=== design 1 ===
File: config.mk
export PLATFORM = sky130hd
export DESIGN_NAME = safety_light_controller
export DESIGN_NICKNAME = d
export VERILOG_FILES = /design/src/rtl/safety_pkg.sv /design/src/rtl/debounce_sync.sv /design/src/rtl/safety_light_controller.sv
export SDC_FILE = /design/constraint.sdc
export NUM_CORES = 1
export LEC_CHECK = 0
export ABC_AREA = 1
export CAP_MARGIN = 20
export CORE_MARGIN = 5
export CORE_UTILIZATION = 56
export CTS_CLUSTER_DIAMETER = 40
export CTS_CLUSTER_SIZE = 40
export DETAILED_ROUTE_END_ITERATION = 10
export MAX_ROUTING_LAYER = met4
export PLACE_DENSITY_LB_ADDON = 0.2
export SLEW_MARGIN = 15
export SYNTH_ARGS = -nofsm -noshare
export SYNTH_HDL_FRONTEND = slang
export SYNTH_SLANG_ARGS = --single-unit
File: constraint.sdc
create_clock -name CLOCK_50 -period 1.4 [get_ports CLOCK_50]
set_input_delay 0.21 -clock CLOCK_50 [delete_from_list [all_inputs] [get_ports CLOCK_50]]
set_output_delay 0.21 -clock CLOCK_50 [all_outputs]
set_load 0.02 [all_outputs]
File: src/rtl/safety_pkg.sv
// ---------------------------------------------------------------------------
// safety_pkg
// Shared types and default constants for the safety light controller.
//   blink_state_t : encoding of the blinker FSM, which also drives the
//                   external blink_state output directly.
//   DEF_*         : default values for the top-level parameters.
//   IN_*          : bit positions of each raw input in the packed input
//                   vector that feeds the per-input debounce instances.
// ---------------------------------------------------------------------------
package safety_pkg;

  typedef enum logic [1:0] {
    BS_OFF    = 2'd0,
    BS_LEFT   = 2'd1,
    BS_RIGHT  = 2'd2,
    BS_HAZARD = 2'd3
  } blink_state_t;

  localparam int DEF_DEBOUNCE_CYCLES = 500000;
  localparam int DEF_BLINK_HALF      = 25000000;
  localparam int DEF_AUTO_CANCEL     = 0;
  localparam int DEF_PWM_BITS        = 8;
  localparam int DEF_TAIL_DUTY       = 64;

  // Packed input vector layout. Buttons occupy the low bits so that the
  // levels/rises that go unused form contiguous slices.
  localparam int IN_LEFT    = 0;
  localparam int IN_RIGHT   = 1;
  localparam int IN_HAZARD  = 2;
  localparam int IN_HEAD    = 3;
  localparam int IN_BRAKE   = 4;
  localparam int NUM_INPUTS = 5;

endpackage

File: src/rtl/debounce_sync.sv
// ---------------------------------------------------------------------------
// debounce_sync
// Two-flop synchroniser followed by a consecutive-cycle debouncer and a
// rising-edge pulse generator for one raw asynchronous input.
//   i_clk      : clock, rising edge
//   i_reset_n  : synchronous active-low reset
//   i_raw      : raw asynchronous input
//   o_level    : debounced level
//   o_rise     : one-cycle pulse, high in the first cycle o_level reads 1
// Parameter DEBOUNCE_CYCLES (>= 1): number of consecutive cycles the
// synchronised input must differ from o_level before o_level follows it.
// ---------------------------------------------------------------------------
module debounce_sync
  import safety_pkg::*;
#(
  parameter int DEBOUNCE_CYCLES = DEF_DEBOUNCE_CYCLES
) (
  input  logic i_clk,
  input  logic i_reset_n,
  input  logic i_raw,
  output logic o_level,
  output logic o_rise
);

  localparam int              CNT_W    = $clog2(DEBOUNCE_CYCLES + 1);
  localparam logic [CNT_W-1:0] CNT_LAST = CNT_W'(DEBOUNCE_CYCLES - 1);

  logic             r_sync1;
  logic             r_sync2;
  logic             r_level;
  logic             r_rise;
  logic [CNT_W-1:0] r_cnt;

  logic w_differs;
  logic w_accept;

  assign w_differs = (r_sync2 != r_level);
  // The count reaches CNT_LAST on the DEBOUNCE_CYCLES-th consecutive
  // differing cycle, so the new level is taken on that same edge.
  assign w_accept  = w_differs && (r_cnt == CNT_LAST);

  always_ff @(posedge i_clk) begin
    if (!i_reset_n) begin
      r_sync1 <= 1'b0;
      r_sync2 <= 1'b0;
      r_level <= 1'b0;
      r_rise  <= 1'b0;
      r_cnt   <= '0;
    end else begin
      r_sync1 <= i_raw;
      r_sync2 <= r_sync1;
      if (!w_differs) begin
        // Any return to the accepted level restarts the qualification.
        r_cnt <= '0;
      end else if (w_accept) begin
        r_cnt   <= '0;
        r_level <= r_sync2;
      end else begin
        r_cnt <= r_cnt + 1'b1;
      end
      // Registered alongside r_level so the pulse lines up with the
      // first cycle of the new high level.
      r_rise <= w_accept && r_sync2;
    end
  end

  assign o_level = r_level;
  assign o_rise  = r_rise;

endmodule

File: src/rtl/safety_light_controller.sv
// ---------------------------------------------------------------------------
// safety_light_controller
// Turn-signal / hazard / headlight / brake lamp controller.
//   CLOCK_50    : clock, all logic on the rising edge
//   reset_n     : synchronous active-low reset
//   left_btn, right_btn, hazard_btn, head_btn : raw buttons, active-high
//   brake_in    : raw brake switch, active-high
//   left_out, right_out : blinker lamp drives
//   head_out    : headlight, toggled by each head button press
//   brake_out   : brake lamp; solid while braking, otherwise dim tail PWM
//                 while the headlight is on
//   blink_state : blinker FSM state (OFF=0, LEFT=1, RIGHT=2, HAZARD=3)
// ---------------------------------------------------------------------------
module safety_light_controller
  import safety_pkg::*;
#(
  parameter int DEBOUNCE_CYCLES = DEF_DEBOUNCE_CYCLES,
  parameter int BLINK_HALF      = DEF_BLINK_HALF,
  parameter int AUTO_CANCEL     = DEF_AUTO_CANCEL,
  parameter int PWM_BITS        = DEF_PWM_BITS,
  parameter int TAIL_DUTY       = DEF_TAIL_DUTY
) (
  input  logic       CLOCK_50,
  input  logic       reset_n,
  input  logic       left_btn,
  input  logic       right_btn,
  input  logic       hazard_btn,
  input  logic       head_btn,
  input  logic       brake_in,
  output logic       left_out,
  output logic       right_out,
  output logic       head_out,
  output logic       brake_out,
  output logic [1:0] blink_state
);

  // Phase counter runs 0..BLINK_HALF-1 within each half period.
  localparam int                PH_W       = $clog2(BLINK_HALF + 1);
  localparam logic [PH_W-1:0]   PHASE_LAST = PH_W'(BLINK_HALF - 1);
  // Completed-period counter for auto-cancel; at least one bit wide even
  // when auto-cancel is disabled.
  localparam int                AC_W       = (AUTO_CANCEL > 1) ? $clog2(AUTO_CANCEL) : 1;
  localparam logic [AC_W-1:0]   AC_LAST    = AC_W'((AUTO_CANCEL > 0) ? AUTO_CANCEL - 1 : 0);
  localparam logic [PWM_BITS-1:0] TAIL_LVL = PWM_BITS'(TAIL_DUTY);

  // -------------------------------------------------------------------------
  // Input conditioning
  // -------------------------------------------------------------------------
  logic [NUM_INPUTS-1:0] w_raw;
  logic [NUM_INPUTS-1:0] w_level;
  logic [NUM_INPUTS-1:0] w_rise;

  assign w_raw[IN_LEFT]   = left_btn;
  assign w_raw[IN_RIGHT]  = right_btn;
  assign w_raw[IN_HAZARD] = hazard_btn;
  assign w_raw[IN_HEAD]   = head_btn;
  assign w_raw[IN_BRAKE]  = brake_in;

  for (genvar gi = 0; gi < NUM_INPUTS; gi++) begin : g_in
    debounce_sync #(
      .DEBOUNCE_CYCLES(DEBOUNCE_CYCLES)
    ) u_db (
      .i_clk     (CLOCK_50),
      .i_reset_n (reset_n),
      .i_raw     (w_raw[gi]),
      .o_level   (w_level[gi]),
      .o_rise    (w_rise[gi])
    );
  end

  // Buttons are edge-driven and the brake is level-driven, so half of the
  // conditioned signals have no consumer.
  logic w_unused_cond;
  assign w_unused_cond = ^{w_level[IN_HEAD:IN_LEFT], w_rise[IN_BRAKE]};

  logic w_left_rise;
  logic w_right_rise;
  logic w_haz_rise;
  logic w_brake_lvl;

  assign w_left_rise  = w_rise[IN_LEFT];
  assign w_right_rise = w_rise[IN_RIGHT];
  assign w_haz_rise   = w_rise[IN_HAZARD];
  assign w_brake_lvl  = w_level[IN_BRAKE];

  // -------------------------------------------------------------------------
  // Blinker FSM
  // -------------------------------------------------------------------------
  blink_state_t    r_state;
  blink_state_t    w_state_next;
  logic [PH_W-1:0] r_phase_cnt;
  logic            r_phase_on;
  logic [AC_W-1:0] r_cycle_cnt;

  logic w_half_end;
  logic w_cancel;
  logic w_restart;

  assign w_half_end = (r_phase_cnt == PHASE_LAST);
  // Fires on the last cycle of the final off-phase before auto-cancel.
  assign w_cancel   = (AUTO_CANCEL > 0) && !r_phase_on && w_half_end &&
                      (r_cycle_cnt == AC_LAST);
  assign w_restart  = (w_state_next != r_state) && (w_state_next != BS_OFF);

  // State register
  always_ff @(posedge CLOCK_50) begin
    if (!reset_n) begin
      r_state <= BS_OFF;
    end else begin
      r_state <= w_state_next;
    end
  end

  // Next-state logic. A hazard press dominates everything; left and right
  // pressed in the same cycle cancel each other out.
  always_comb begin
    w_state_next = r_state;
    unique case (r_state)
      BS_OFF: begin
        if (w_haz_rise)                        w_state_next = BS_HAZARD;
        else if (w_left_rise && !w_right_rise) w_state_next = BS_LEFT;
        else if (w_right_rise && !w_left_rise) w_state_next = BS_RIGHT;
      end
      BS_LEFT: begin
        if (w_haz_rise)                        w_state_next = BS_HAZARD;
        else if (w_left_rise && !w_right_rise) w_state_next = BS_OFF;
        else if (w_right_rise && !w_left_rise) w_state_next = BS_RIGHT;
        else if (w_cancel)                     w_state_next = BS_OFF;
      end
      BS_RIGHT: begin
        if (w_haz_rise)                        w_state_next = BS_HAZARD;
        else if (w_right_rise && !w_left_rise) w_state_next = BS_OFF;
        else if (w_left_rise && !w_right_rise) w_state_next = BS_LEFT;
        else if (w_cancel)                     w_state_next = BS_OFF;
      end
      BS_HAZARD: begin
        if (w_haz_rise) w_state_next = BS_OFF;
      end
      default: w_state_next = BS_OFF;
    endcase
  end

  // Blink phase timer. Entering an active state starts a fresh on-phase so
  // the lamp lights for a full half period from the first active cycle.
  always_ff @(posedge CLOCK_50) begin
    if (!reset_n) begin
      r_phase_cnt <= '0;
      r_phase_on  <= 1'b0;
      r_cycle_cnt <= '0;
    end else if (w_restart) begin
      r_phase_cnt <= '0;
      r_phase_on  <= 1'b1;
      r_cycle_cnt <= '0;
    end else if (r_state == BS_OFF) begin
      r_phase_cnt <= '0;
      r_phase_on  <= 1'b0;
      r_cycle_cnt <= '0;
    end else if (w_half_end) begin
      r_phase_cnt <= '0;
      r_phase_on  <= !r_phase_on;
      // One full period completes at the end of each off-phase.
      if (!r_phase_on) begin
        r_cycle_cnt <= r_cycle_cnt + 1'b1;
      end
    end else begin
      r_phase_cnt <= r_phase_cnt + 1'b1;
    end
  end

  // -------------------------------------------------------------------------
  // Headlight toggle and tail PWM
  // -------------------------------------------------------------------------
  logic                r_head_on;
  logic [PWM_BITS-1:0] r_pwm_cnt;

  always_ff @(posedge CLOCK_50) begin
    if (!reset_n) begin
      r_head_on <= 1'b0;
      r_pwm_cnt <= '0;
    end else begin
      if (w_rise[IN_HEAD]) begin
        r_head_on <= !r_head_on;
      end
      r_pwm_cnt <= r_pwm_cnt + 1'b1;
    end
  end

  // -------------------------------------------------------------------------
  // Outputs
  // -------------------------------------------------------------------------
  always_comb begin
    left_out    = 1'b0;
    right_out   = 1'b0;
    blink_state = r_state;
    unique case (r_state)
      BS_LEFT:   left_out = r_phase_on;
      BS_RIGHT:  right_out = r_phase_on;
      BS_HAZARD: begin
        left_out  = r_phase_on;
        right_out = r_phase_on;
      end
      default: begin
        left_out  = 1'b0;
        right_out = 1'b0;
      end
    endcase
    head_out = r_head_on;
    // TAIL_LVL of zero makes the compare never true, giving a dark tail.
    if (w_brake_lvl) begin
      brake_out = 1'b1;
    end else begin
      brake_out = r_head_on && (r_pwm_cnt < TAIL_LVL);
    end
  end

endmodule

**Design 1: layout detail**

Window x 47 to 77, y 47 to 77 µm. Cells in grey, sequential cells in the stronger grey; small squares are vias.
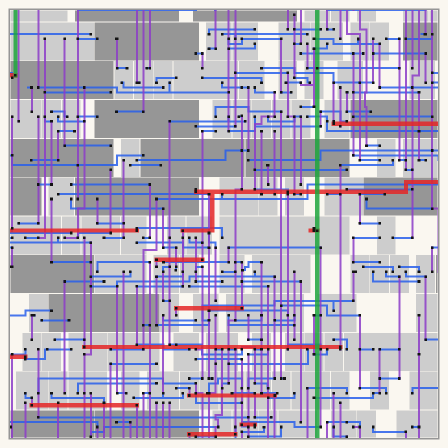
purple -> metal 2
red -> metal 3
blue -> metal 1
green -> metal 4
cells with their middle in the window = 99
sequential cells in the window = 13
netlist names of flops here include = r_pwm_cnt (4), g_in.u_db.o_rise (3), blink_state (2)
most frequent = inv_1 (15), nand2_1 (15), nor2_1 (13)

cells in the mapped netlist, drive strengths merged:
cell type / number / share of area (%)
o221ai: 1 / 0.20
o21ai: 10 / 0.68
dfxtp: 151 / 41
nor3: 37 / 3.5
clkbuf: 2 / 0.10
xor2: 56 / 6.7
or2: 15 / 1.3
a31oi: 2 / 0.17
a21oi: 34 / 2.3
xnor2: 25 / 3.0
nand3b: 9 / 1.0
nand4: 36 / 3.3
nand2: 193 / 10
nand3: 65 / 4.9
buf: 9 / 1.1
inv: 125 / 6.4
ha: 7 / 1.2
nor2: 216 / 12
nor3b: 1 / 0.17
nor4: 6 / 0.51
registers in the layout (all words and copies together) (netlist names):
name and cells:
head_out 1, r_pwm_cnt 8, r_phase_cnt 25, blink_state 2, g_in.u_db.r_sync1 5, g_in.u_db.r_sync2 5, g_in.u_db.r_cnt 95, r_phase_on 1
g_in.u_db.o_level 5, g_in.u_db.o_rise 4
area by class of cell:
cell class | count | area share [%]
repair buffers | 163 | 12.9
well taps | 172 | 2.08
clock inverters | 13 | 1.86
multi-input cells | 720 | 44.2
clock buffers | 19 | 4.37
flip-flops and latches | 151 | 30.0
inverters | 125 | 4.60
==> flow_metrics.py <==
# Metrics from the implementation run
metrics = {
    "logic_synthesis": {
        "ys_cells": 1000,
        "ys_sh_aoi_pct": 3.38,
        "mux_share_pct": 0,
        "synthCells": 1000,
    },
    "run_status": {
        "outcome": "finished, violations left",
        "violations": "negative setup slack",
    },
    "power_and_ir_drop": {
        "powerDensity_nw_per_um2": 921,
        "powerComb_uw": 194,
    },
    "grt": {
        "use_met1_pct": 27.3,
    },
    "timing": {
        "worst_slack_ns": -0.0704,
        "timing.final.setup_violations": 83,
        "hold-worst-slack_ns": 0.349,
        "slew_viol_final": 0,
        "finalClockPeriodUsage_pct": 105,
    },
    "cts": {
        "cts_resized": 64,
        "clkTransAtPathRegs_ns": 0.06,
        "clock_path_buffers": 2,
    },
    "layout": {
        "logic_area_um2": 4580,
        "fin_cells": 1363,
        "final_area_um2": 10400,
        "final_layout_top_logic_cells": "nand2_1, nor2_1, buf_4",
        "nets": 1192,
    },
    "floorplan": {
        "floorplan.core_util_pct": 57.6,
    },
    "worst_setup_path": {
        "crit_fanout": 5,
        "rrSetupSlack_ns": -0.07,
    },
    "worst_hold_path": {
        "min_to": "g_in[1].u_db.r_sync1",
    },
    "flow_run": {
        "warnings": 28,
    },
    "placement": {
        "dpl.cell_count": 1286,
    },
}

=== design 2 ===
[config.mk]
export PLATFORM = sky130hd
export DESIGN_NAME = jtsdram_arb
export DESIGN_NICKNAME = d
export VERILOG_FILES = /design/src/rtl/jtsdram_pkg.sv /design/src/rtl/jtsdram_rr4.sv /design/src/rtl/jtsdram_arb.sv
export SDC_FILE = /design/constraint.sdc
export NUM_CORES = 1
export LEC_CHECK = 0
export CAP_MARGIN = 25
export CORE_ASPECT_RATIO = 0.6
export CORE_MARGIN = 2
export CORE_UTILIZATION = 40
export CTS_CLUSTER_SIZE = 16
export DETAILED_ROUTE_END_ITERATION = 7
export PLACE_DENSITY = 0.82
export SLEW_MARGIN = 30
export SYNTH_ARGS = -nofsm -noshare
export SYNTH_HDL_FRONTEND = slang
export SYNTH_SLANG_ARGS = --single-unit
[constraint.sdc]
create_clock -name clk -period 2.63 [get_ports clk]
set_input_delay 0.526 -clock clk [delete_from_list [all_inputs] [get_ports clk]]
set_output_delay 0.526 -clock clk [all_outputs]
set_load 0.1 [all_outputs]
[src/rtl/jtsdram_pkg.sv]
// rtl/jtsdram_pkg.sv - shared sizes and FSM encodings for the SDRAM test arbiter
// Encodings are fixed widths so they can be probed directly on a logic analyser.
package jtsdram_pkg;

  localparam int NBANK = 4;
  localparam int AW    = 22;
  localparam int DW    = 32;

  typedef enum logic [1:0] {
    ARB_IDLE = 2'd0,
    ARB_ACK  = 2'd1,
    ARB_RDY  = 2'd2
  } arb_state_t;

  typedef enum logic [2:0] {
    SEQ_IDLE  = 3'd0,
    SEQ_START = 3'd1,
    SEQ_WAIT  = 3'd2,
    SEQ_RUN   = 3'd3,
    SEQ_DONE  = 3'd4
  } seq_state_t;

endpackage

[src/rtl/jtsdram_rr4.sv]
// rtl/jtsdram_rr4.sv - combinational 4-way round-robin picker
// Searches last+1, last+2, ... (mod 4); the nearest requester after last wins.
module jtsdram_rr4 (
  input  logic [3:0] req,
  input  logic [1:0] last,
  output logic [1:0] gnt,
  output logic       any
);

  logic [1:0] idx;

  // Walk from farthest to nearest so the nearest requester overwrites the rest.
  always_comb begin
    gnt = last;
    any = |req;
    idx = last;
    for (int i = 4; i >= 1; i--) begin
      idx = last + 2'(i);
      if (req[idx]) gnt = idx;
    end
  end

endmodule

[src/rtl/jtsdram_arb.sv]
// rtl/jtsdram_arb.sv - SDRAM read-port arbiter and test-pass sequencer for four bank checkers
// One read outstanding, round-robin grants; start/done/bad aggregation with a stall watchdog.
module jtsdram_arb
  import jtsdram_pkg::*;
#(
  parameter int TOUTW = 16
) (
  input  logic                clk,
  input  logic                rst,
  input  logic                start,
  input  logic                loop,
  output logic [NBANK-1:0]    bank_start,
  input  logic [NBANK-1:0]    bank_rd,
  input  logic [NBANK*AW-1:0] bank_addr,
  input  logic [NBANK-1:0]    bank_done,
  input  logic [NBANK-1:0]    bank_bad,
  output logic [NBANK-1:0]    bank_ack,
  output logic [NBANK-1:0]    bank_rdy,
  output logic [DW-1:0]       bank_dout,
  output logic                sdram_rd,
  output logic [1:0]          sdram_ba,
  output logic [AW-1:0]       sdram_addr,
  input  logic                sdram_ack,
  input  logic                sdram_rdy,
  input  logic [DW-1:0]       sdram_dout,
  output logic                busy,
  output logic [NBANK-1:0]    bad,
  output logic                timeout,
  output logic [15:0]         passes
);

  arb_state_t       arb_q;
  seq_state_t       seq_q;
  logic [1:0]       gnt_q;
  logic [1:0]       last_q;
  logic             rd_q;
  logic [1:0]       ba_q;
  logic [AW-1:0]    addr_q;
  logic [NBANK-1:0] start_q;
  logic [NBANK-1:0] bad_q;
  logic             tout_q;
  logic [15:0]      passes_q;
  logic [TOUTW-1:0] wd_q;

  logic [1:0]       pick_gnt;
  logic             pick_any;
  logic [AW-1:0]    addr_d;
  logic [15:0]      passes_d;
  logic             wd_fire;

  jtsdram_rr4 u_rr4 (
    .req  (bank_rd),
    .last (last_q),
    .gnt  (pick_gnt),
    .any  (pick_any)
  );

  assign addr_d   = bank_addr[pick_gnt*AW +: AW];
  assign passes_d = (&passes_q) ? passes_q : passes_q + 16'd1;
  // A rdy in the same cycle as the all-ones count still counts as progress.
  assign wd_fire  = (seq_q == SEQ_RUN) && !sdram_rdy && (&wd_q);

  always_ff @(posedge clk) begin
    if (!rst) begin
      arb_q  <= ARB_IDLE;
      gnt_q  <= 2'd0;
      last_q <= 2'd3;
      rd_q   <= 1'b0;
      ba_q   <= 2'd0;
      addr_q <= '0;
    end else if (wd_fire) begin
      arb_q <= ARB_IDLE;
      rd_q  <= 1'b0;
    end else begin
      case (arb_q)
        ARB_IDLE: begin
          if (pick_any) begin
            gnt_q  <= pick_gnt;
            ba_q   <= pick_gnt;
            addr_q <= addr_d;
            rd_q   <= 1'b1;
            arb_q  <= ARB_ACK;
          end
        end
        ARB_ACK: begin
          if (sdram_ack) begin
            rd_q  <= 1'b0;
            arb_q <= ARB_RDY;
          end
        end
        ARB_RDY: begin
          if (sdram_rdy) begin
            last_q <= gnt_q;
            arb_q  <= ARB_IDLE;
          end
        end
        default: arb_q <= ARB_IDLE;
      endcase
    end
  end

  // Handshakes are only meaningful for the current grant, so route them there.
  always_comb begin
    bank_ack        = '0;
    bank_rdy        = '0;
    bank_ack[gnt_q] = sdram_ack & (arb_q == ARB_ACK);
    bank_rdy[gnt_q] = sdram_rdy & (arb_q == ARB_RDY);
  end

  always_ff @(posedge clk) begin
    if (!rst) begin
      seq_q    <= SEQ_IDLE;
      start_q  <= '0;
      bad_q    <= '0;
      tout_q   <= 1'b0;
      passes_q <= 16'd0;
      wd_q     <= '0;
    end else begin
      start_q <= '0;
      case (seq_q)
        SEQ_IDLE: begin
          if (start) begin
            bad_q    <= '0;
            tout_q   <= 1'b0;
            passes_q <= 16'd0;
            start_q  <= '1;
            seq_q    <= SEQ_START;
          end
        end
        SEQ_START: seq_q <= SEQ_WAIT;
        SEQ_WAIT: begin
          wd_q  <= '0;
          seq_q <= SEQ_RUN;
        end
        SEQ_RUN: begin
          bad_q <= bad_q | bank_bad;
          if (sdram_rdy) wd_q <= '0;
          else           wd_q <= wd_q + 1'b1;
          if (wd_fire) begin
            tout_q <= 1'b1;
            seq_q  <= SEQ_IDLE;
          end else if ((&bank_done) && (arb_q == ARB_IDLE)) begin
            seq_q <= SEQ_DONE;
          end
        end
        SEQ_DONE: begin
          passes_q <= passes_d;
          if (loop) begin
            start_q <= '1;
            seq_q   <= SEQ_START;
          end else begin
            seq_q <= SEQ_IDLE;
          end
        end
        default: seq_q <= SEQ_IDLE;
      endcase
    end
  end

  assign bank_start = start_q;
  assign bank_dout  = sdram_dout;
  assign sdram_rd   = rd_q;
  assign sdram_ba   = ba_q;
  assign sdram_addr = addr_q;
  assign busy       = (seq_q != SEQ_IDLE);
  assign bad        = bad_q;
  assign timeout    = tout_q;
  assign passes     = passes_q;

endmodule

==> flow_metrics.py <==
# Metrics from the implementation run
metrics = {
    "worst_setup_path": {
        "r2r-start": "wd_q[0]",
        "crit_type": "flip-flop to flip-flop",
        "crit_fanout": 22,
    },
    "routing": {
        "drt-met1-wl_um": 5270,
        "ant_nets": 0,
    },
    "placement": {
        "port_buffers": 164,
    },
    "run_status": {
        "outcome": "complete, no violations",
    },
    "grt": {
        "grt_pass1_vias": 3864,
        "grt_util_met3_pct": 5.10,
    },
    "floorplan": {
        "die_w_um": 137,
        "floorplan.core_util_pct": 40.7,
        "io_pins": 229,
    },
    "power_and_ir_drop": {
        "ir_drop_uv": 313,
        "power.total_uw": 3500,
    },
    "logic_synthesis": {
        "yosys.area.top_type": "dfxtp_1",
        "top_cells_by_count": "dfxtp_1, mux2i_1, buf_4, nor2_1, nand3_1",
        "ys_sh_adder_pct": 0.586,
        "fp_nets": 607,
    },
    "layout": {
        "buf_share_pct": 28.2,
        "area_growth_pct": 40.7,
        "clockNetworkAreaShare_pct": 4.62,
        "nets": 729,
    },
    "cts": {
        "clkTransAtPathRegs_ns": 0.06,
        "clkLatencyLatePin_ns": 0.33,
    },
    "flow_run": {
        "max_cap_viol_count": 0,
    },
    "timing": {
        "tightest_slew_ns": 0.664,
        "slew_headroom_pct": 55.7,
        "fin_crit_ns": 2.40,
        "skew_ns": 0.00912,
    },
}
-- registers in the layout (all words and copies together) (netlist names) --
register    flops
sdram_addr     22
timeout         1
arb_q           2
bad             4
passes         16
sdram_rd        1
last_q          2
sdram_ba        2
seq_q           3
wd_q           16
bank_start      1
-- stage by stage --
stage	setup slack (ns)	utilization, %	hold slack (ns)	TNS (ns)
CTS	0.238	57.3	0.466	0
detailed placement	0.0611	54.7	0.457	0
finish	0.227	57.3	0.464	0
floorplan	-0.806	-	0.465	-1.61
global placement	0.180	54.7	0.451	0
global route	0.0579	57.3	0.489	0
-- critical path, stage by stage, from the launching register on --
cell,delay [ns]
dfxtp_1,0.39
ha_1,0.26
nand3_2,0.13
or4_4,0.60
o21ai_4,0.22
or3b_4,0.45
o221ai_1,0.19
-- how the worst max path moves through the flow --
stage	slack (ns)	start	end
final	0.23	wd_q[0]	sdram_addr[21]
after CTS	0.24	wd_q[0]	sdram_addr[21]
after detailed placement	0.06	bank_rd[3]	sdram_addr[16]
after floorplan	-0.81	sdram_ba[0]	bank_ack[0]
after global routing	0.06	wd_q[0]	sdram_addr[21]
after global placement	0.18	bank_rd[3]	sdram_addr[16]
**Design 2: logic cells by family**

Drawn at 4 px/µm.
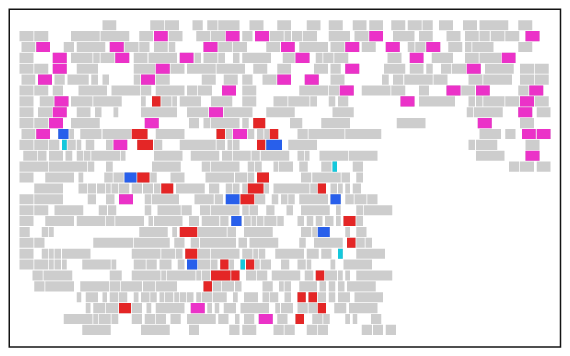
blue -> AND-OR and OR-AND gates  # cells 8
red -> AND and OR gates  # cells 28
magenta -> multiplexers  # cells 49
cyan -> inverters  # cells 4
most frequent logic cell in the layout: clkdlybuf4s50_1
final cell count without fillers: 733
combinational share of cell area: 40.7%

**Design 2: placement view**

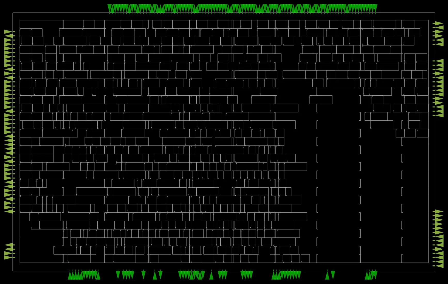
fillers: 872
sequential share of cell area: 23.3%
core box area: 10,500 µm²
tap cells: 139
# rows: 29

**Design 2: wiring heat map**

Drawn at 3 px/µm. The die is cut into 27 by 17 equal tiles; dark purple is low, yellow is high, scaled to the fullest tile. Values are wire area over tile area, all layers added.
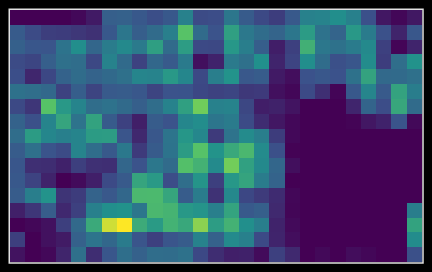
fullest tile = 0.62
nearly empty tiles = 20%
emptiest ninth of the die = lower right
tiles over half the peak = 13%
vias: 3,985
Total Routed Length: 11,700 µm
Total GRT Usage: 20.2%


=== design 3 ===
**Design 3: placement view**

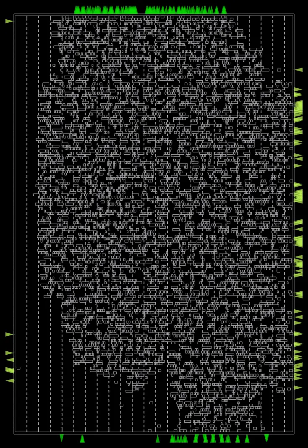
**Design 3: layout detail**

Window x 150 to 180, y 232 to 262 µm. Cells in grey, sequential cells in the stronger grey; small squares are vias.
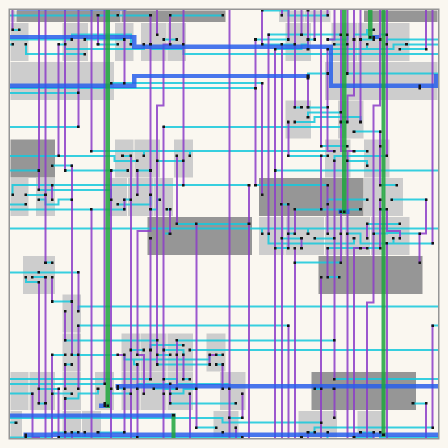
==> config.mk <==
export PLATFORM = sky130hd
export DESIGN_NAME = alu_dispatch_router
export DESIGN_NICKNAME = d
export VERILOG_FILES = /design/src/rtl/alu_dispatch_router.sv
export SDC_FILE = /design/constraint.sdc
export NUM_CORES = 2
export LEC_CHECK = 0
export ABC_AREA = 1
export CORE_ASPECT_RATIO = 1.5
export CORE_UTILIZATION = 25
export CTS_CLUSTER_DIAMETER = 50
export DETAILED_ROUTE_END_ITERATION = 8
export PLACE_DENSITY = 0.39
export SLEW_MARGIN = 20
export SYNTH_ARGS = -nofsm -noshare
export SYNTH_HDL_FRONTEND = slang
export SYNTH_SLANG_ARGS = --single-unit
==> constraint.sdc <==
create_clock -name clk -period 7.5 [get_ports clk]
set_clock_uncertainty 0.2 [all_clocks]
set_input_delay 1.875 -clock clk [delete_from_list [all_inputs] [get_ports clk]]
set_output_delay 1.875 -clock clk [all_outputs]
set_load 0.01 [all_outputs]
==> src/rtl/alu_dispatch_router.sv <==
// rtl/alu_dispatch_router.sv - dual-issue in-order dispatch queue feeding ALU and non-ALU ports
module alu_dispatch_router #(
   parameter int DEPTH = 8,
   parameter int PTRW  = 3
) (
   input  logic            clk,
   input  logic            rst,
   input  logic            flush,
   input  logic            fetch_valid0,
   input  logic [31:0]     fetch_instr0,
   input  logic            fetch_valid1,
   input  logic [31:0]     fetch_instr1,
   output logic            fetch_ready,
   output logic [31:0]     alu_instr,
   output logic [31:0]     alu_instr_no,
   output logic            alu_dr,
   input  logic            alu_ready,
   output logic [31:0]     oth_instr,
   output logic [31:0]     oth_instr_no,
   output logic            oth_dr,
   input  logic            oth_ready,
   output logic [PTRW:0]   q_count
);

   localparam logic [PTRW:0] CNT_ZERO = '0;
   localparam logic [PTRW:0] CNT_ONE  = (PTRW+1)'(1);
   localparam logic [PTRW:0] CNT_ROOM = (PTRW+1)'(DEPTH - 2);

   function automatic logic is_alu_op(input logic [5:0] op);
      case (op)
         6'b000000, 6'b000110, 6'b001000, 6'b001001, 6'b001011, 6'b001100,
         6'b001101, 6'b001110, 6'b001111, 6'b100011, 6'b101011: is_alu_op = 1'b1;
         default: is_alu_op = 1'b0;
      endcase
   endfunction

   // Instruction numbers never take the value 0.
   function automatic logic [31:0] next_num(input logic [31:0] n);
      next_num = (n == 32'hFFFF_FFFF) ? 32'd1 : n + 32'd1;
   endfunction

   logic [31:0]     instr_q [DEPTH];
   logic [31:0]     instr_d [DEPTH];
   logic [31:0]     no_q    [DEPTH];
   logic [31:0]     no_d    [DEPTH];
   logic [DEPTH-1:0] cls_q, cls_d;
   logic [PTRW-1:0] head_q, head_d, tail_q, tail_d, h1_ptr;
   logic [PTRW:0]   count_q, count_d;
   logic [31:0]     next_no_q, next_no_d;
   logic [31:0]     alu_instr_q, alu_instr_d, alu_no_q, alu_no_d;
   logic [31:0]     oth_instr_q, oth_instr_d, oth_no_q, oth_no_d;

   logic h_valid, h_cls, h1_cls, h1_pres;
   logic [31:0] alu_pi, alu_pn, oth_pi, oth_pn;
   logic push0, push1, pop0, pop1;

   assign fetch_ready = (count_q <= CNT_ROOM);
   assign q_count     = count_q;

   always_comb begin
      h1_ptr  = head_q + PTRW'(1);
      h_valid = (count_q != CNT_ZERO);
      h_cls   = cls_q[head_q];
      h1_cls  = cls_q[h1_ptr];
      h1_pres = (count_q > CNT_ONE) && (h1_cls != h_cls);
      alu_dr  = h_valid && (h_cls || h1_pres);
      oth_dr  = h_valid && (!h_cls || h1_pres);
      alu_pi  = h_cls ? instr_q[head_q] : instr_q[h1_ptr];
      alu_pn  = h_cls ? no_q[head_q]    : no_q[h1_ptr];
      oth_pi  = h_cls ? instr_q[h1_ptr] : instr_q[head_q];
      oth_pn  = h_cls ? no_q[h1_ptr]    : no_q[head_q];
      alu_instr    = alu_dr ? alu_pi : alu_instr_q;
      alu_instr_no = alu_dr ? alu_pn : alu_no_q;
      oth_instr    = oth_dr ? oth_pi : oth_instr_q;
      oth_instr_no = oth_dr ? oth_pn : oth_no_q;
   end

   always_comb begin
      instr_d     = instr_q;
      no_d        = no_q;
      cls_d       = cls_q;
      push0       = fetch_ready && fetch_valid0 && !flush;
      push1       = push0 && fetch_valid1;
      pop0        = !flush && h_valid && (h_cls ? alu_ready : oth_ready);
      pop1        = pop0 && h1_pres && (h1_cls ? alu_ready : oth_ready);
      next_no_d   = next_no_q;
      alu_instr_d = alu_instr;
      alu_no_d    = alu_instr_no;
      oth_instr_d = oth_instr;
      oth_no_d    = oth_instr_no;
      if (push0) begin
         instr_d[tail_q] = fetch_instr0;
         no_d[tail_q]    = next_no_q;
         cls_d[tail_q]   = is_alu_op(fetch_instr0[31:26]);
         next_no_d       = next_num(next_no_q);
      end
      if (push1) begin
         instr_d[tail_q + PTRW'(1)] = fetch_instr1;
         no_d[tail_q + PTRW'(1)]    = next_num(next_no_q);
         cls_d[tail_q + PTRW'(1)]   = is_alu_op(fetch_instr1[31:26]);
         next_no_d                  = next_num(next_num(next_no_q));
      end
      tail_d  = tail_q + PTRW'(push0) + PTRW'(push1);
      head_d  = head_q + PTRW'(pop0) + PTRW'(pop1);
      count_d = count_q + (PTRW+1)'(push0) + (PTRW+1)'(push1)
                        - (PTRW+1)'(pop0) - (PTRW+1)'(pop1);
      if (flush) begin
         head_d  = tail_q;
         tail_d  = tail_q;
         count_d = CNT_ZERO;
      end
   end

   always_ff @(posedge clk) begin
      if (rst) begin
         head_q      <= '0;
         tail_q      <= '0;
         count_q     <= '0;
         cls_q       <= '0;
         next_no_q   <= 32'd1;
         alu_instr_q <= '0;
         alu_no_q    <= '0;
         oth_instr_q <= '0;
         oth_no_q    <= '0;
      end else begin
         head_q      <= head_d;
         tail_q      <= tail_d;
         count_q     <= count_d;
         cls_q       <= cls_d;
         next_no_q   <= next_no_d;
         alu_instr_q <= alu_instr_d;
         alu_no_q    <= alu_no_d;
         oth_instr_q <= oth_instr_d;
         oth_no_q    <= oth_no_d;
      end
   end

   // Payload storage needs no reset; occupancy gates every read.
   always_ff @(posedge clk) begin
      instr_q <= instr_d;
      no_q    <= no_d;
   end

endmodule
==> flow_metrics.py <==
# Metrics from the implementation run
metrics = {
    "power_and_ir_drop": {
        "p_switching_uw": 4260,
        "leakagePower_uw": 0.0212,
        "p_seq_uw": 4550,
    },
    "run_status": {
        "outcome": "complete, no violations",
    },
    "timing": {
        "timing.final.setup_violations": 0,
        "fin_crit_ns": 7.13,
    },
    "cts": {
        "cts.sinks": 690,
        "cts_tree": "yes",
    },
    "routing": {
        "drc_errors": 0,
    },
    "placement": {
        "finalWeightedCongestion": 0.940,
    },
    "logic_synthesis": {
        "ys.flop_type": "dfxtp_1",
        "ys_chip_area_um2": 40400,
        "synth_flops": 690,
        "topCellsByArea": "dfxtp_1, o21ai_0, a21oi_1, inv_1, nand2_1",
    },
    "grt": {
        "grt_overflow": 0,
        "grt_start_max_net_pins": 230,
    },
    "floorplan": {
        "coreArea_um2": 160000,
        "die_w_um": 330,
    },
    "worst_hold_path": {
        "min_path_cells": 2,
    },
    "flow_run": {
        "max_cap_viol_count": 0,
    },
}
## Picture notes: 'placement view' of design 3
final cell count without fillers: 8,533
# rows: 180

## Picture notes: 'layout detail' of design 3
green -> metal 4
blue -> metal 3
cyan -> metal 1
purple -> metal 2
sequential cells in the window = 4
cells with their middle in the window = 54
netlist names of flops here include = no_q (3), cls_q (1)
most frequent = o21ai_0 (18), nand2_1 (11), nor2_1 (6)

## per-layer routing
metal / vias up / wire length [µm] / global-route usage (%)
met1: 20300 / 76900 / 26.0
met5: - / 26 / 0
met4: 4 / 11100 / 12.9
met3: 329 / 7620 / 2.36
met2: 1137 / 98800 / 42.7
li1: 21200 / - / -
## layout make-up
cell class / count / area [µm²]
fill: 17800 / 113000
clock inverter: 62 / 788
clock buffer: 127 / 2810
antenna: 4 / 10.0
inverter: 900 / 3410
tap: 2093 / 2620
sequential: 690 / 13800
timing repair buffer: 303 / 3020
multi-input combinational: 4354 / 21200
## cell families after synthesis
| logic type | synth area share (%) |
|---|---|
| adder cells (fa/ha/maj) | 0.569 |
| buffers and inverters | 13.7 |
| flip-flops | 34.2 |
| XOR/XNOR | 0.257 |
| AND-OR/OR-AND | 36.2 |
| multiplexers | 0.0248 |
| AND/OR/NAND/NOR | 15.1 |
## sequential cells by signal (all words and copies together), names as in the netlist
| register | cells |
|---|---|
| q_count | 4 |
| alu_no_q | 32 |
| next_no_q | 32 |
| oth_no_q | 32 |
| no_q | 256 |
| cls_q | 8 |
| head_q | 3 |
| oth_instr_q | 32 |
| alu_instr_q | 32 |
| instr_q | 256 |
| tail_q | 3 |

=== design 4 ===
**Design 4: placement view**

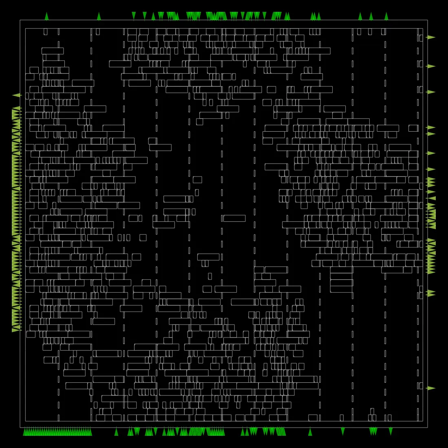
## config.mk

```make
export PLATFORM = sky130hd
export DESIGN_NAME = tcc32_pwm_seq
export DESIGN_NICKNAME = d
export VERILOG_FILES = /design/src/rtl/tcc32_pwm_seq.sv
export SDC_FILE = /design/constraint.sdc
export NUM_CORES = 1
export LEC_CHECK = 0
export CORE_MARGIN = 2
export CORE_UTILIZATION = 25
export CTS_BUF_LIST = sky130_fd_sc_hd__clkbuf_16
export CTS_CLUSTER_DIAMETER = 30
export CTS_CLUSTER_SIZE = 10
export DETAILED_ROUTE_END_ITERATION = 10
export SETUP_SLACK_MARGIN = 0.2
export SLEW_MARGIN = 20
export SYNTH_ARGS = -nofsm -noshare
export SYNTH_HDL_FRONTEND = slang
export SYNTH_SLANG_ARGS = --single-unit
```

## constraint.sdc

```tcl
create_clock -name PCLK -period 12.05 [get_ports PCLK]
set_input_delay 2.41 -clock PCLK [delete_from_list [all_inputs] [get_ports PCLK]]
set_output_delay 2.41 -clock PCLK [all_outputs]
set_load 0.005 [all_outputs]
```

## src/rtl/tcc32_pwm_seq.sv

```systemverilog
// APB master sequencer: programs a TCC32 timer for PWM, then optionally counts timer timeouts.
// Define TCC32_SEQ_TIMEOUT_EN to add a 256-cycle PREADY watchdog that drives err.
module tcc32_pwm_seq #(
  parameter logic [31:0] PERIOD_ADDR = 32'h0000_0000,
  parameter logic [31:0] CMP_ADDR    = 32'h0000_0004,
  parameter logic [31:0] CTRL_ADDR   = 32'h0000_0008,
  parameter logic [31:0] RIS_ADDR    = 32'h0000_000C,
  parameter logic [31:0] ICR_ADDR    = 32'h0000_0010
) (
  input  logic        PCLK,
  input  logic        PRESET,
  input  logic        start,
  input  logic        abort,
  input  logic [31:0] cfg_period,
  input  logic [31:0] cfg_cmp,
  input  logic [31:0] cfg_ctrl,
  input  logic [15:0] cfg_n_to,
  output logic [31:0] PADDR,
  output logic        PSEL,
  output logic        PENABLE,
  output logic        PWRITE,
  output logic [31:0] PWDATA,
  input  logic [31:0] PRDATA,
  input  logic        PREADY,
  output logic        busy,
  output logic        done,
  output logic        aborted,
  output logic        err,
  output logic [15:0] to_count
);

  typedef enum logic [3:0] {
    StIdle,
    StWrCtrl0,
    StWrPeriod,
    StWrIcr,
    StWrCmp,
    StWrCtrl,
    StRdRis,
    StWrClr,
    StWrStop,
    StFin
  } state_e;

  // Every transfer state walks gap -> setup -> access; the gap keeps PSEL low between transfers.
  typedef enum logic [1:0] {
    PhGap,
    PhSetup,
    PhAccess
  } phase_e;

  state_e state_q, state_d, nxt_state;
  phase_e phase_q, phase_d;

  logic [31:0] period_q, cmp_q, ctrl_q;
  logic [15:0] n_to_q;
  logic [15:0] to_count_q, to_count_inc;
  logic        abort_q, aborted_q;

  logic accept, in_xfer, in_access, xfer_done, timeout, abort_pend, abort_take;
  logic unused_prdata;

  assign unused_prdata = ^PRDATA[31:1];

  assign accept       = (state_q == StIdle) && start;
  assign in_xfer      = (state_q != StIdle) && (state_q != StFin);
  assign in_access    = in_xfer && (phase_q == PhAccess);
  assign xfer_done    = in_access && PREADY;
  assign abort_pend   = abort_q | abort;
  assign to_count_inc = (to_count_q == 16'hFFFF) ? to_count_q : to_count_q + 16'd1;

`ifdef TCC32_SEQ_TIMEOUT_EN
  logic [7:0] wait_q;
  logic       err_q;

  // wait_q == 255 marks the 256th stalled ACCESS cycle.
  assign timeout = in_access && !PREADY && (wait_q == 8'hFF);
  assign err     = err_q;

  always_ff @(posedge PCLK or posedge PRESET) begin
    if (PRESET) begin
      wait_q <= '0;
      err_q  <= 1'b0;
    end else begin
      if (in_access && !PREADY) begin
        wait_q <= wait_q + 8'd1;
      end else begin
        wait_q <= '0;
      end
      if (accept) begin
        err_q <= 1'b0;
      end else if (timeout) begin
        err_q <= 1'b1;
      end
    end
  end
`else
  assign timeout = 1'b0;
  assign err     = 1'b0;
`endif

  // State register
  always_ff @(posedge PCLK or posedge PRESET) begin
    if (PRESET) begin
      state_q <= StIdle;
      phase_q <= PhGap;
    end else begin
      state_q <= state_d;
      phase_q <= phase_d;
    end
  end

  // Successor of each transfer state when it completes normally
  always_comb begin
    nxt_state = StIdle;
    case (state_q)
      StWrCtrl0:  nxt_state = StWrPeriod;
      StWrPeriod: nxt_state = StWrIcr;
      StWrIcr:    nxt_state = StWrCmp;
      StWrCmp:    nxt_state = StWrCtrl;
      StWrCtrl:   nxt_state = (n_to_q == 16'd0) ? StFin : StRdRis;
      StRdRis:    nxt_state = PRDATA[0] ? StWrClr : StRdRis;
      StWrClr:    nxt_state = (to_count_inc == n_to_q) ? StWrStop : StRdRis;
      StWrStop:   nxt_state = StFin;
      default:    nxt_state = StIdle;
    endcase
  end

  // Next-state logic; abort and watchdog only redirect at the end of an ACCESS phase
  always_comb begin
    state_d    = state_q;
    phase_d    = phase_q;
    abort_take = 1'b0;
    if (state_q == StIdle) begin
      if (start) begin
        state_d = StWrCtrl0;
        phase_d = PhSetup;
      end
    end else if (state_q == StFin) begin
      state_d = StIdle;
      phase_d = PhGap;
    end else begin
      case (phase_q)
        PhGap:   phase_d = PhSetup;
        PhSetup: phase_d = PhAccess;
        PhAccess: begin
          if (timeout) begin
            state_d = StFin;
            phase_d = PhGap;
          end else if (PREADY) begin
            phase_d = PhGap;
            if (abort_pend && (state_q != StWrStop)) begin
              state_d    = StWrStop;
              abort_take = 1'b1;
            end else begin
              state_d = nxt_state;
            end
          end
        end
        default: phase_d = PhGap;
      endcase
    end
  end

  // Latched configuration, timeout counter and abort bookkeeping
  always_ff @(posedge PCLK or posedge PRESET) begin
    if (PRESET) begin
      period_q   <= '0;
      cmp_q      <= '0;
      ctrl_q     <= '0;
      n_to_q     <= '0;
      to_count_q <= '0;
      aborted_q  <= 1'b0;
      abort_q    <= 1'b0;
    end else begin
      if (accept) begin
        period_q   <= cfg_period;
        cmp_q      <= cfg_cmp;
        ctrl_q     <= cfg_ctrl;
        n_to_q     <= cfg_n_to;
        to_count_q <= '0;
        aborted_q  <= 1'b0;
      end else begin
        if (xfer_done && (state_q == StWrClr)) begin
          to_count_q <= to_count_inc;
        end
        if (abort_take) begin
          aborted_q <= 1'b1;
        end
      end
      // Requests seen in IDLE (including one coinciding with start) are dropped
      if ((state_q == StIdle) || (state_q == StFin)) begin
        abort_q <= 1'b0;
      end else if (abort) begin
        abort_q <= 1'b1;
      end
    end
  end

  // Outputs decode from state only, so reset drops PSEL/PENABLE asynchronously
  always_comb begin
    PSEL    = 1'b0;
    PENABLE = 1'b0;
    PWRITE  = 1'b0;
    PADDR   = '0;
    PWDATA  = '0;
    if (in_xfer && (phase_q != PhGap)) begin
      PSEL    = 1'b1;
      PENABLE = (phase_q == PhAccess);
      PWRITE  = 1'b1;
      case (state_q)
        StWrCtrl0:  PADDR = CTRL_ADDR;
        StWrPeriod: begin
          PADDR  = PERIOD_ADDR;
          PWDATA = period_q;
        end
        StWrIcr: begin
          PADDR  = ICR_ADDR;
          PWDATA = 32'h0000_0007;
        end
        StWrCmp: begin
          PADDR  = CMP_ADDR;
          PWDATA = cmp_q;
        end
        StWrCtrl: begin
          PADDR  = CTRL_ADDR;
          PWDATA = ctrl_q;
        end
        StRdRis: begin
          PADDR  = RIS_ADDR;
          PWRITE = 1'b0;
        end
        StWrClr: begin
          PADDR  = ICR_ADDR;
          PWDATA = 32'h0000_0001;
        end
        StWrStop:   PADDR = CTRL_ADDR;
        default:    PADDR = '0;
      endcase
    end
  end

  assign busy     = in_xfer;
  assign done     = (state_q == StFin);
  assign aborted  = aborted_q;
  assign to_count = to_count_q;

endmodule

```

==> flow_metrics.py <==
# Metrics from the implementation run
metrics = {
    "run_status": {
        "outcome": "complete, no violations",
    },
    "layout": {
        "diodes": 0,
    },
    "logic_synthesis": {
        "ys_sh_adder_pct": 0.177,
        "ys.warnings.count": 0,
        "ys_sh_aoi_pct": 12.5,
    },
    "floorplan": {
        "dieArea_um2": 29700,
        "floorplan.core_util_pct": 25.4,
    },
    "grt": {
        "grt_pass1_wl_um": 34500,
        "grt_start_max_net_pins": 85,
    },
    "routing": {
        "ant_nets": 0,
    },
    "cts": {
        "clkLatencyLatePin_ns": 0.43,
        "post-cts-setup-buffers": 0,
    },
    "timing": {
        "slew_viol_final": 0,
        "timing.final.setup_violations": 0,
        "tightest_slew_ns": 1.00,
    },
    "placement": {
        "dpl.cell_count": 1392,
    },
    "worst_hold_path": {
        "min-delay-start": "cmp_q[31]",
    },
    "worst_setup_path": {
        "worst_setup_path_endpoint": "PWDATA[13]",
        "slowest_delay_ns": 0.75,
    },
}
Notes on 'placement view' of design 4 above:
Flop Count: 136
tap cells: 378

[power by group]
group	switching, µW	internal [µW]	total, µW
Sequential	147	647	794
Clock	244	277	521
Combinational	356	235	592
Total	748	1160	1910
[state kept, by name, summed over array words and instances (netlist names)]
signal,count
cmp_q,32
ctrl_q,32
period_q,32
n_to_q,16
to_count,16
state_q,4
phase_q,2
abort_q,1
aborted,1
[worst min-delay path by stage]
stage                              end  slack, ns  cells past startpoint
after detailed placement    ctrl_q[26]       0.46                      2
after global placement      ctrl_q[17]       0.46                      2
after global routing      period_q[22]       0.49                      2
final                        cmp_q[31]       0.48                      2
after CTS                   ctrl_q[26]       0.48                      2
after floorplan             ctrl_q[10]       0.44                      2
[metal layers]
layer | up-vias | wire length [µm]
met4 | 0 | 525
met3 | 33 | 1430
met1 | 3169 | 9530
met2 | 261 | 10500
li1 | 3209 | -
met5 | - | 0
[cell type report]
class,instances,area [µm²]
clock inverters,15,150
multi-input cells,684,3330
inverters,12,50.0
repair buffers,182,1800
well taps,378,473
clock buffers,17,425
flip-flops and latches,136,3400
fillers,2887,18200

=== design 5 ===
**Design 5: wiring by layer**

Drawn at 8 px/µm. Only two layers are drawn.
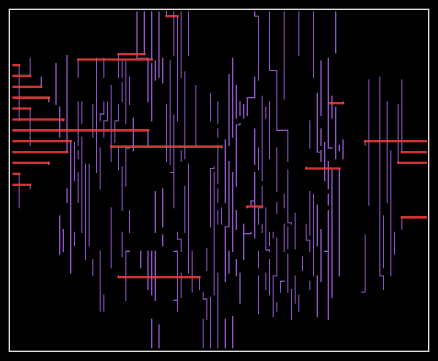
### src/rtl/mux_n_rr.sv
`default_nettype none
// ---------------------------------------------------------------------------
// mux_n_rr: registered N:1 valid/ready mux, round-robin or manual (S) select.
// Option macro MUX_HOLD_LAST_EN: keep last Out_Data/Out_Sel when drained. Rev 1.0
// ---------------------------------------------------------------------------
module mux_n_rr #(
  parameter int N  = 4,
  parameter int W  = 4,
  parameter int SW = 2
) (
  input  logic          clk,
  input  logic          Reset_L,
  input  logic          Mode,
  input  logic [SW-1:0] S,
  input  logic [N*W-1:0] In_Data,
  input  logic [N-1:0]  In_Valid,
  output logic [N-1:0]  In_Ready,
  output logic [W-1:0]  Out_Data,
  output logic [SW-1:0] Out_Sel,
  output logic          Out_Valid,
  input  logic          Out_Ready
);

  logic [W-1:0]  data_q, data_d;
  logic [SW-1:0] sel_q, sel_d;
  logic          valid_q, valid_d;
  logic [SW-1:0] ptr_q, ptr_d;

  logic          w_load;
  logic          w_gnt_vld;
  logic [SW-1:0] w_gnt_idx;
  logic [W-1:0]  w_gnt_data;
  logic [SW:0]   w_scan;

  assign w_load = ~valid_q | Out_Ready;

  // Scan from the highest offset down so the lowest offset from ptr wins.
  always_comb begin
    w_gnt_vld = 1'b0;
    w_gnt_idx = '0;
    w_scan    = '0;
    if (Mode) begin
      if (({1'b0, S} < (SW+1)'(N)) && In_Valid[S]) begin
        w_gnt_vld = 1'b1;
        w_gnt_idx = S;
      end
    end else begin
      for (int k = N-1; k >= 0; k--) begin
        w_scan = {1'b0, ptr_q} + (SW+1)'(k);
        if (w_scan >= (SW+1)'(N)) begin
          w_scan = w_scan - (SW+1)'(N);
        end
        if (In_Valid[w_scan[SW-1:0]]) begin
          w_gnt_vld = 1'b1;
          w_gnt_idx = w_scan[SW-1:0];
        end
      end
    end
  end

  always_comb begin
    w_gnt_data = '0;
    for (int c = 0; c < N; c++) begin
      if (SW'(c) == w_gnt_idx) begin
        w_gnt_data = In_Data[c*W +: W];
      end
    end
  end

  always_comb begin
    In_Ready = '0;
    if (Reset_L && w_gnt_vld && w_load) begin
      In_Ready[w_gnt_idx] = 1'b1;
    end
  end

  always_comb begin
    valid_d = valid_q;
    data_d  = data_q;
    sel_d   = sel_q;
    ptr_d   = ptr_q;
    if (w_load) begin
      if (w_gnt_vld) begin
        valid_d = 1'b1;
        data_d  = w_gnt_data;
        sel_d   = w_gnt_idx;
        ptr_d   = (w_gnt_idx == SW'(N-1)) ? '0 : w_gnt_idx + SW'(1);
      end else begin
        valid_d = 1'b0;
`ifdef MUX_HOLD_LAST_EN
        data_d  = data_q;
        sel_d   = sel_q;
`else
        data_d  = '0;
        sel_d   = '0;
`endif
      end
    end
  end

  always_ff @(posedge clk or negedge Reset_L) begin
    if (!Reset_L) begin
      valid_q <= 1'b0;
      data_q  <= '0;
      sel_q   <= '0;
      ptr_q   <= '0;
    end else begin
      valid_q <= valid_d;
      data_q  <= data_d;
      sel_q   <= sel_d;
      ptr_q   <= ptr_d;
    end
  end

  assign Out_Data  = data_q;
  assign Out_Sel   = sel_q;
  assign Out_Valid = valid_q;

endmodule
`default_nettype wire
### config.mk
export PLATFORM = sky130hd
export DESIGN_NAME = mux_n_rr
export DESIGN_NICKNAME = d
export VERILOG_FILES = /design/src/rtl/mux_n_rr.sv
export SDC_FILE = /design/constraint.sdc
export NUM_CORES = 1
export LEC_CHECK = 0
export ABC_AREA = 0
export CAP_MARGIN = 25
export CORE_ASPECT_RATIO = 0.8
export CORE_MARGIN = 2
export CORE_UTILIZATION = 39
export DETAILED_ROUTE_END_ITERATION = 6
export PLACE_DENSITY = 0.79
export SKIP_LAST_GASP = 1
export SYNTH_ARGS = -nofsm -noshare
export SYNTH_HDL_FRONTEND = slang
export SYNTH_SLANG_ARGS = --single-unit
### constraint.sdc
create_clock -name clk -period 3.1 [get_ports clk]
set_input_delay 0.62 -clock clk [delete_from_list [all_inputs] [get_ports clk]]
set_output_delay 0.62 -clock clk [all_outputs]
set_load 0.1 [all_outputs]
==> flow_metrics.py <==
# Metrics from the implementation run
metrics = {
    "run_status": {
        "outcome": "complete, no violations",
    },
    "logic_synthesis": {
        "synth_flops": 9,
        "ys_cells": 82,
    },
    "power_and_ir_drop": {
        "internal-power_uw": 379,
        "netSwitchingFraction_pct": 49.5,
        "p_clk_uw": 87.5,
        "top_power_group": "combinational logic",
        "combPwrFrac_pct": 64.2,
    },
    "layout": {
        "final_area_um2": 1290,
        "seq_area_um2": 225,
        "layout_top_cell": "buf_4",
    },
    "flow_run": {
        "max_cap_viol_count": 0,
    },
    "worst_hold_path": {
        "min_path_cells": 2,
    },
    "timing": {
        "worst_slack_ns": 0.0938,
        "finalClockPeriodUsage_pct": 97.0,
        "tightest_slew_ns": 0.328,
        "rsz0062_at_grt": "no",
    },
    "grt": {
        "grt_overflow": 0,
    },
    "worst_setup_path": {
        "crit_fanout": 5,
    },
    "floorplan": {
        "dieArea_um2": 2220,
    },
    "routing": {
        "drc_errors": 0,
    },
}
## Picture notes: 'wiring by layer' of design 5
red -> metal 3  # wire length 119 µm
purple -> metal 2  # wire length 1,030 µm
Total Routed Length: 2190 µm
Routed WL per cell: 14.1 µm

critical path, cell delays in order:
cell and delay (ns):
clkdlybuf4s50_1 0.56, and2_1 0.20, a22o_1 0.17, nand2_1 0.09, and2_4 0.17, ha_1 0.21
and3_2 0.20, buf_12 0.16
state kept, by name, indices dropped and copies added, names as in the netlist:
name and cells:
ptr_q 2, Out_Data 4, Out_Valid 1, Out_Sel 2
path summary, 6_finish.rpt:
kind / start / slack (ns) / endpoint
worst max-delay path: Mode / 0.09 / In_Ready[2]
worst min-delay path: Out_Data[2] / 0.50 / Out_Data[2]
worst max register to register: ptr_q[0] / 0.63 / Out_Data[1]
worst min register to register: Out_Data[2] / 0.50 / Out_Data[2]
max in group asynchronous: Reset_L / 2.29 / Out_Valid
min in group asynchronous: Reset_L / 0.66 / Out_Data[3]
final cells by class:
cell class / instances / share of cell area [%]
Timing Repair Buffer: 50 / 37.8
Tap cell: 22 / 2.13
Clock buffer: 4 / 2.03
Multi-Input combinational cell: 65 / 39.2
Inverter: 5 / 1.45
Sequential cell: 9 / 17.4
layer usage:
metal | share of wire [%] | GRT usage, %
met2 | 47 | 32.9
met4 | 0.37 | 7.69
met5 | 0 | 0
met1 | 47 | 28.9
met3 | 5.4 | 4.64


==> screenshots <==
Wiring by layer.
shot_01.png
Drawn at 2 px/µm. Only two layers are drawn.
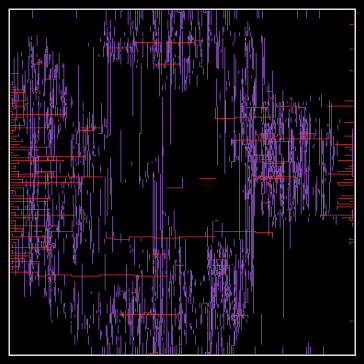
shot_02.png
Drawn at 1 px/µm. Only two layers are drawn.
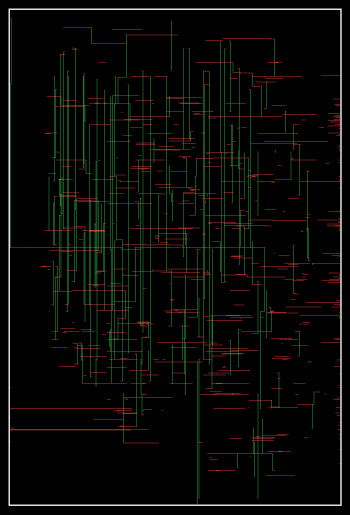
shot_03.png
Drawn at 4 px/µm. Only two layers are drawn.
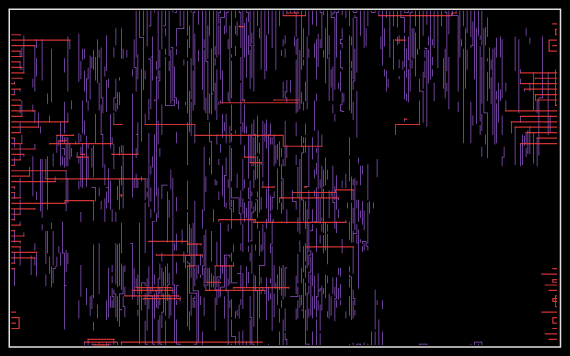
shot_04.png
Drawn at 3 px/µm. Only two layers are drawn.
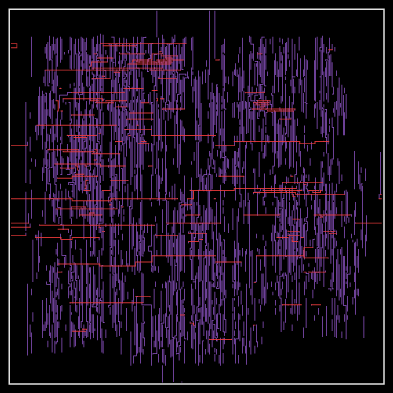
shot_01.png comes from design 4.
shot_02.png comes from design 3.
shot_03.png comes from design 2.
shot_04.png comes from design 1.
Of these, smallest die: shot_03.png
Of these, most wire: shot_02.png

Key to shot_03.png:
red -> metal 3  # wire length 739 µm
purple -> metal 2  # wire length 5,460 µm

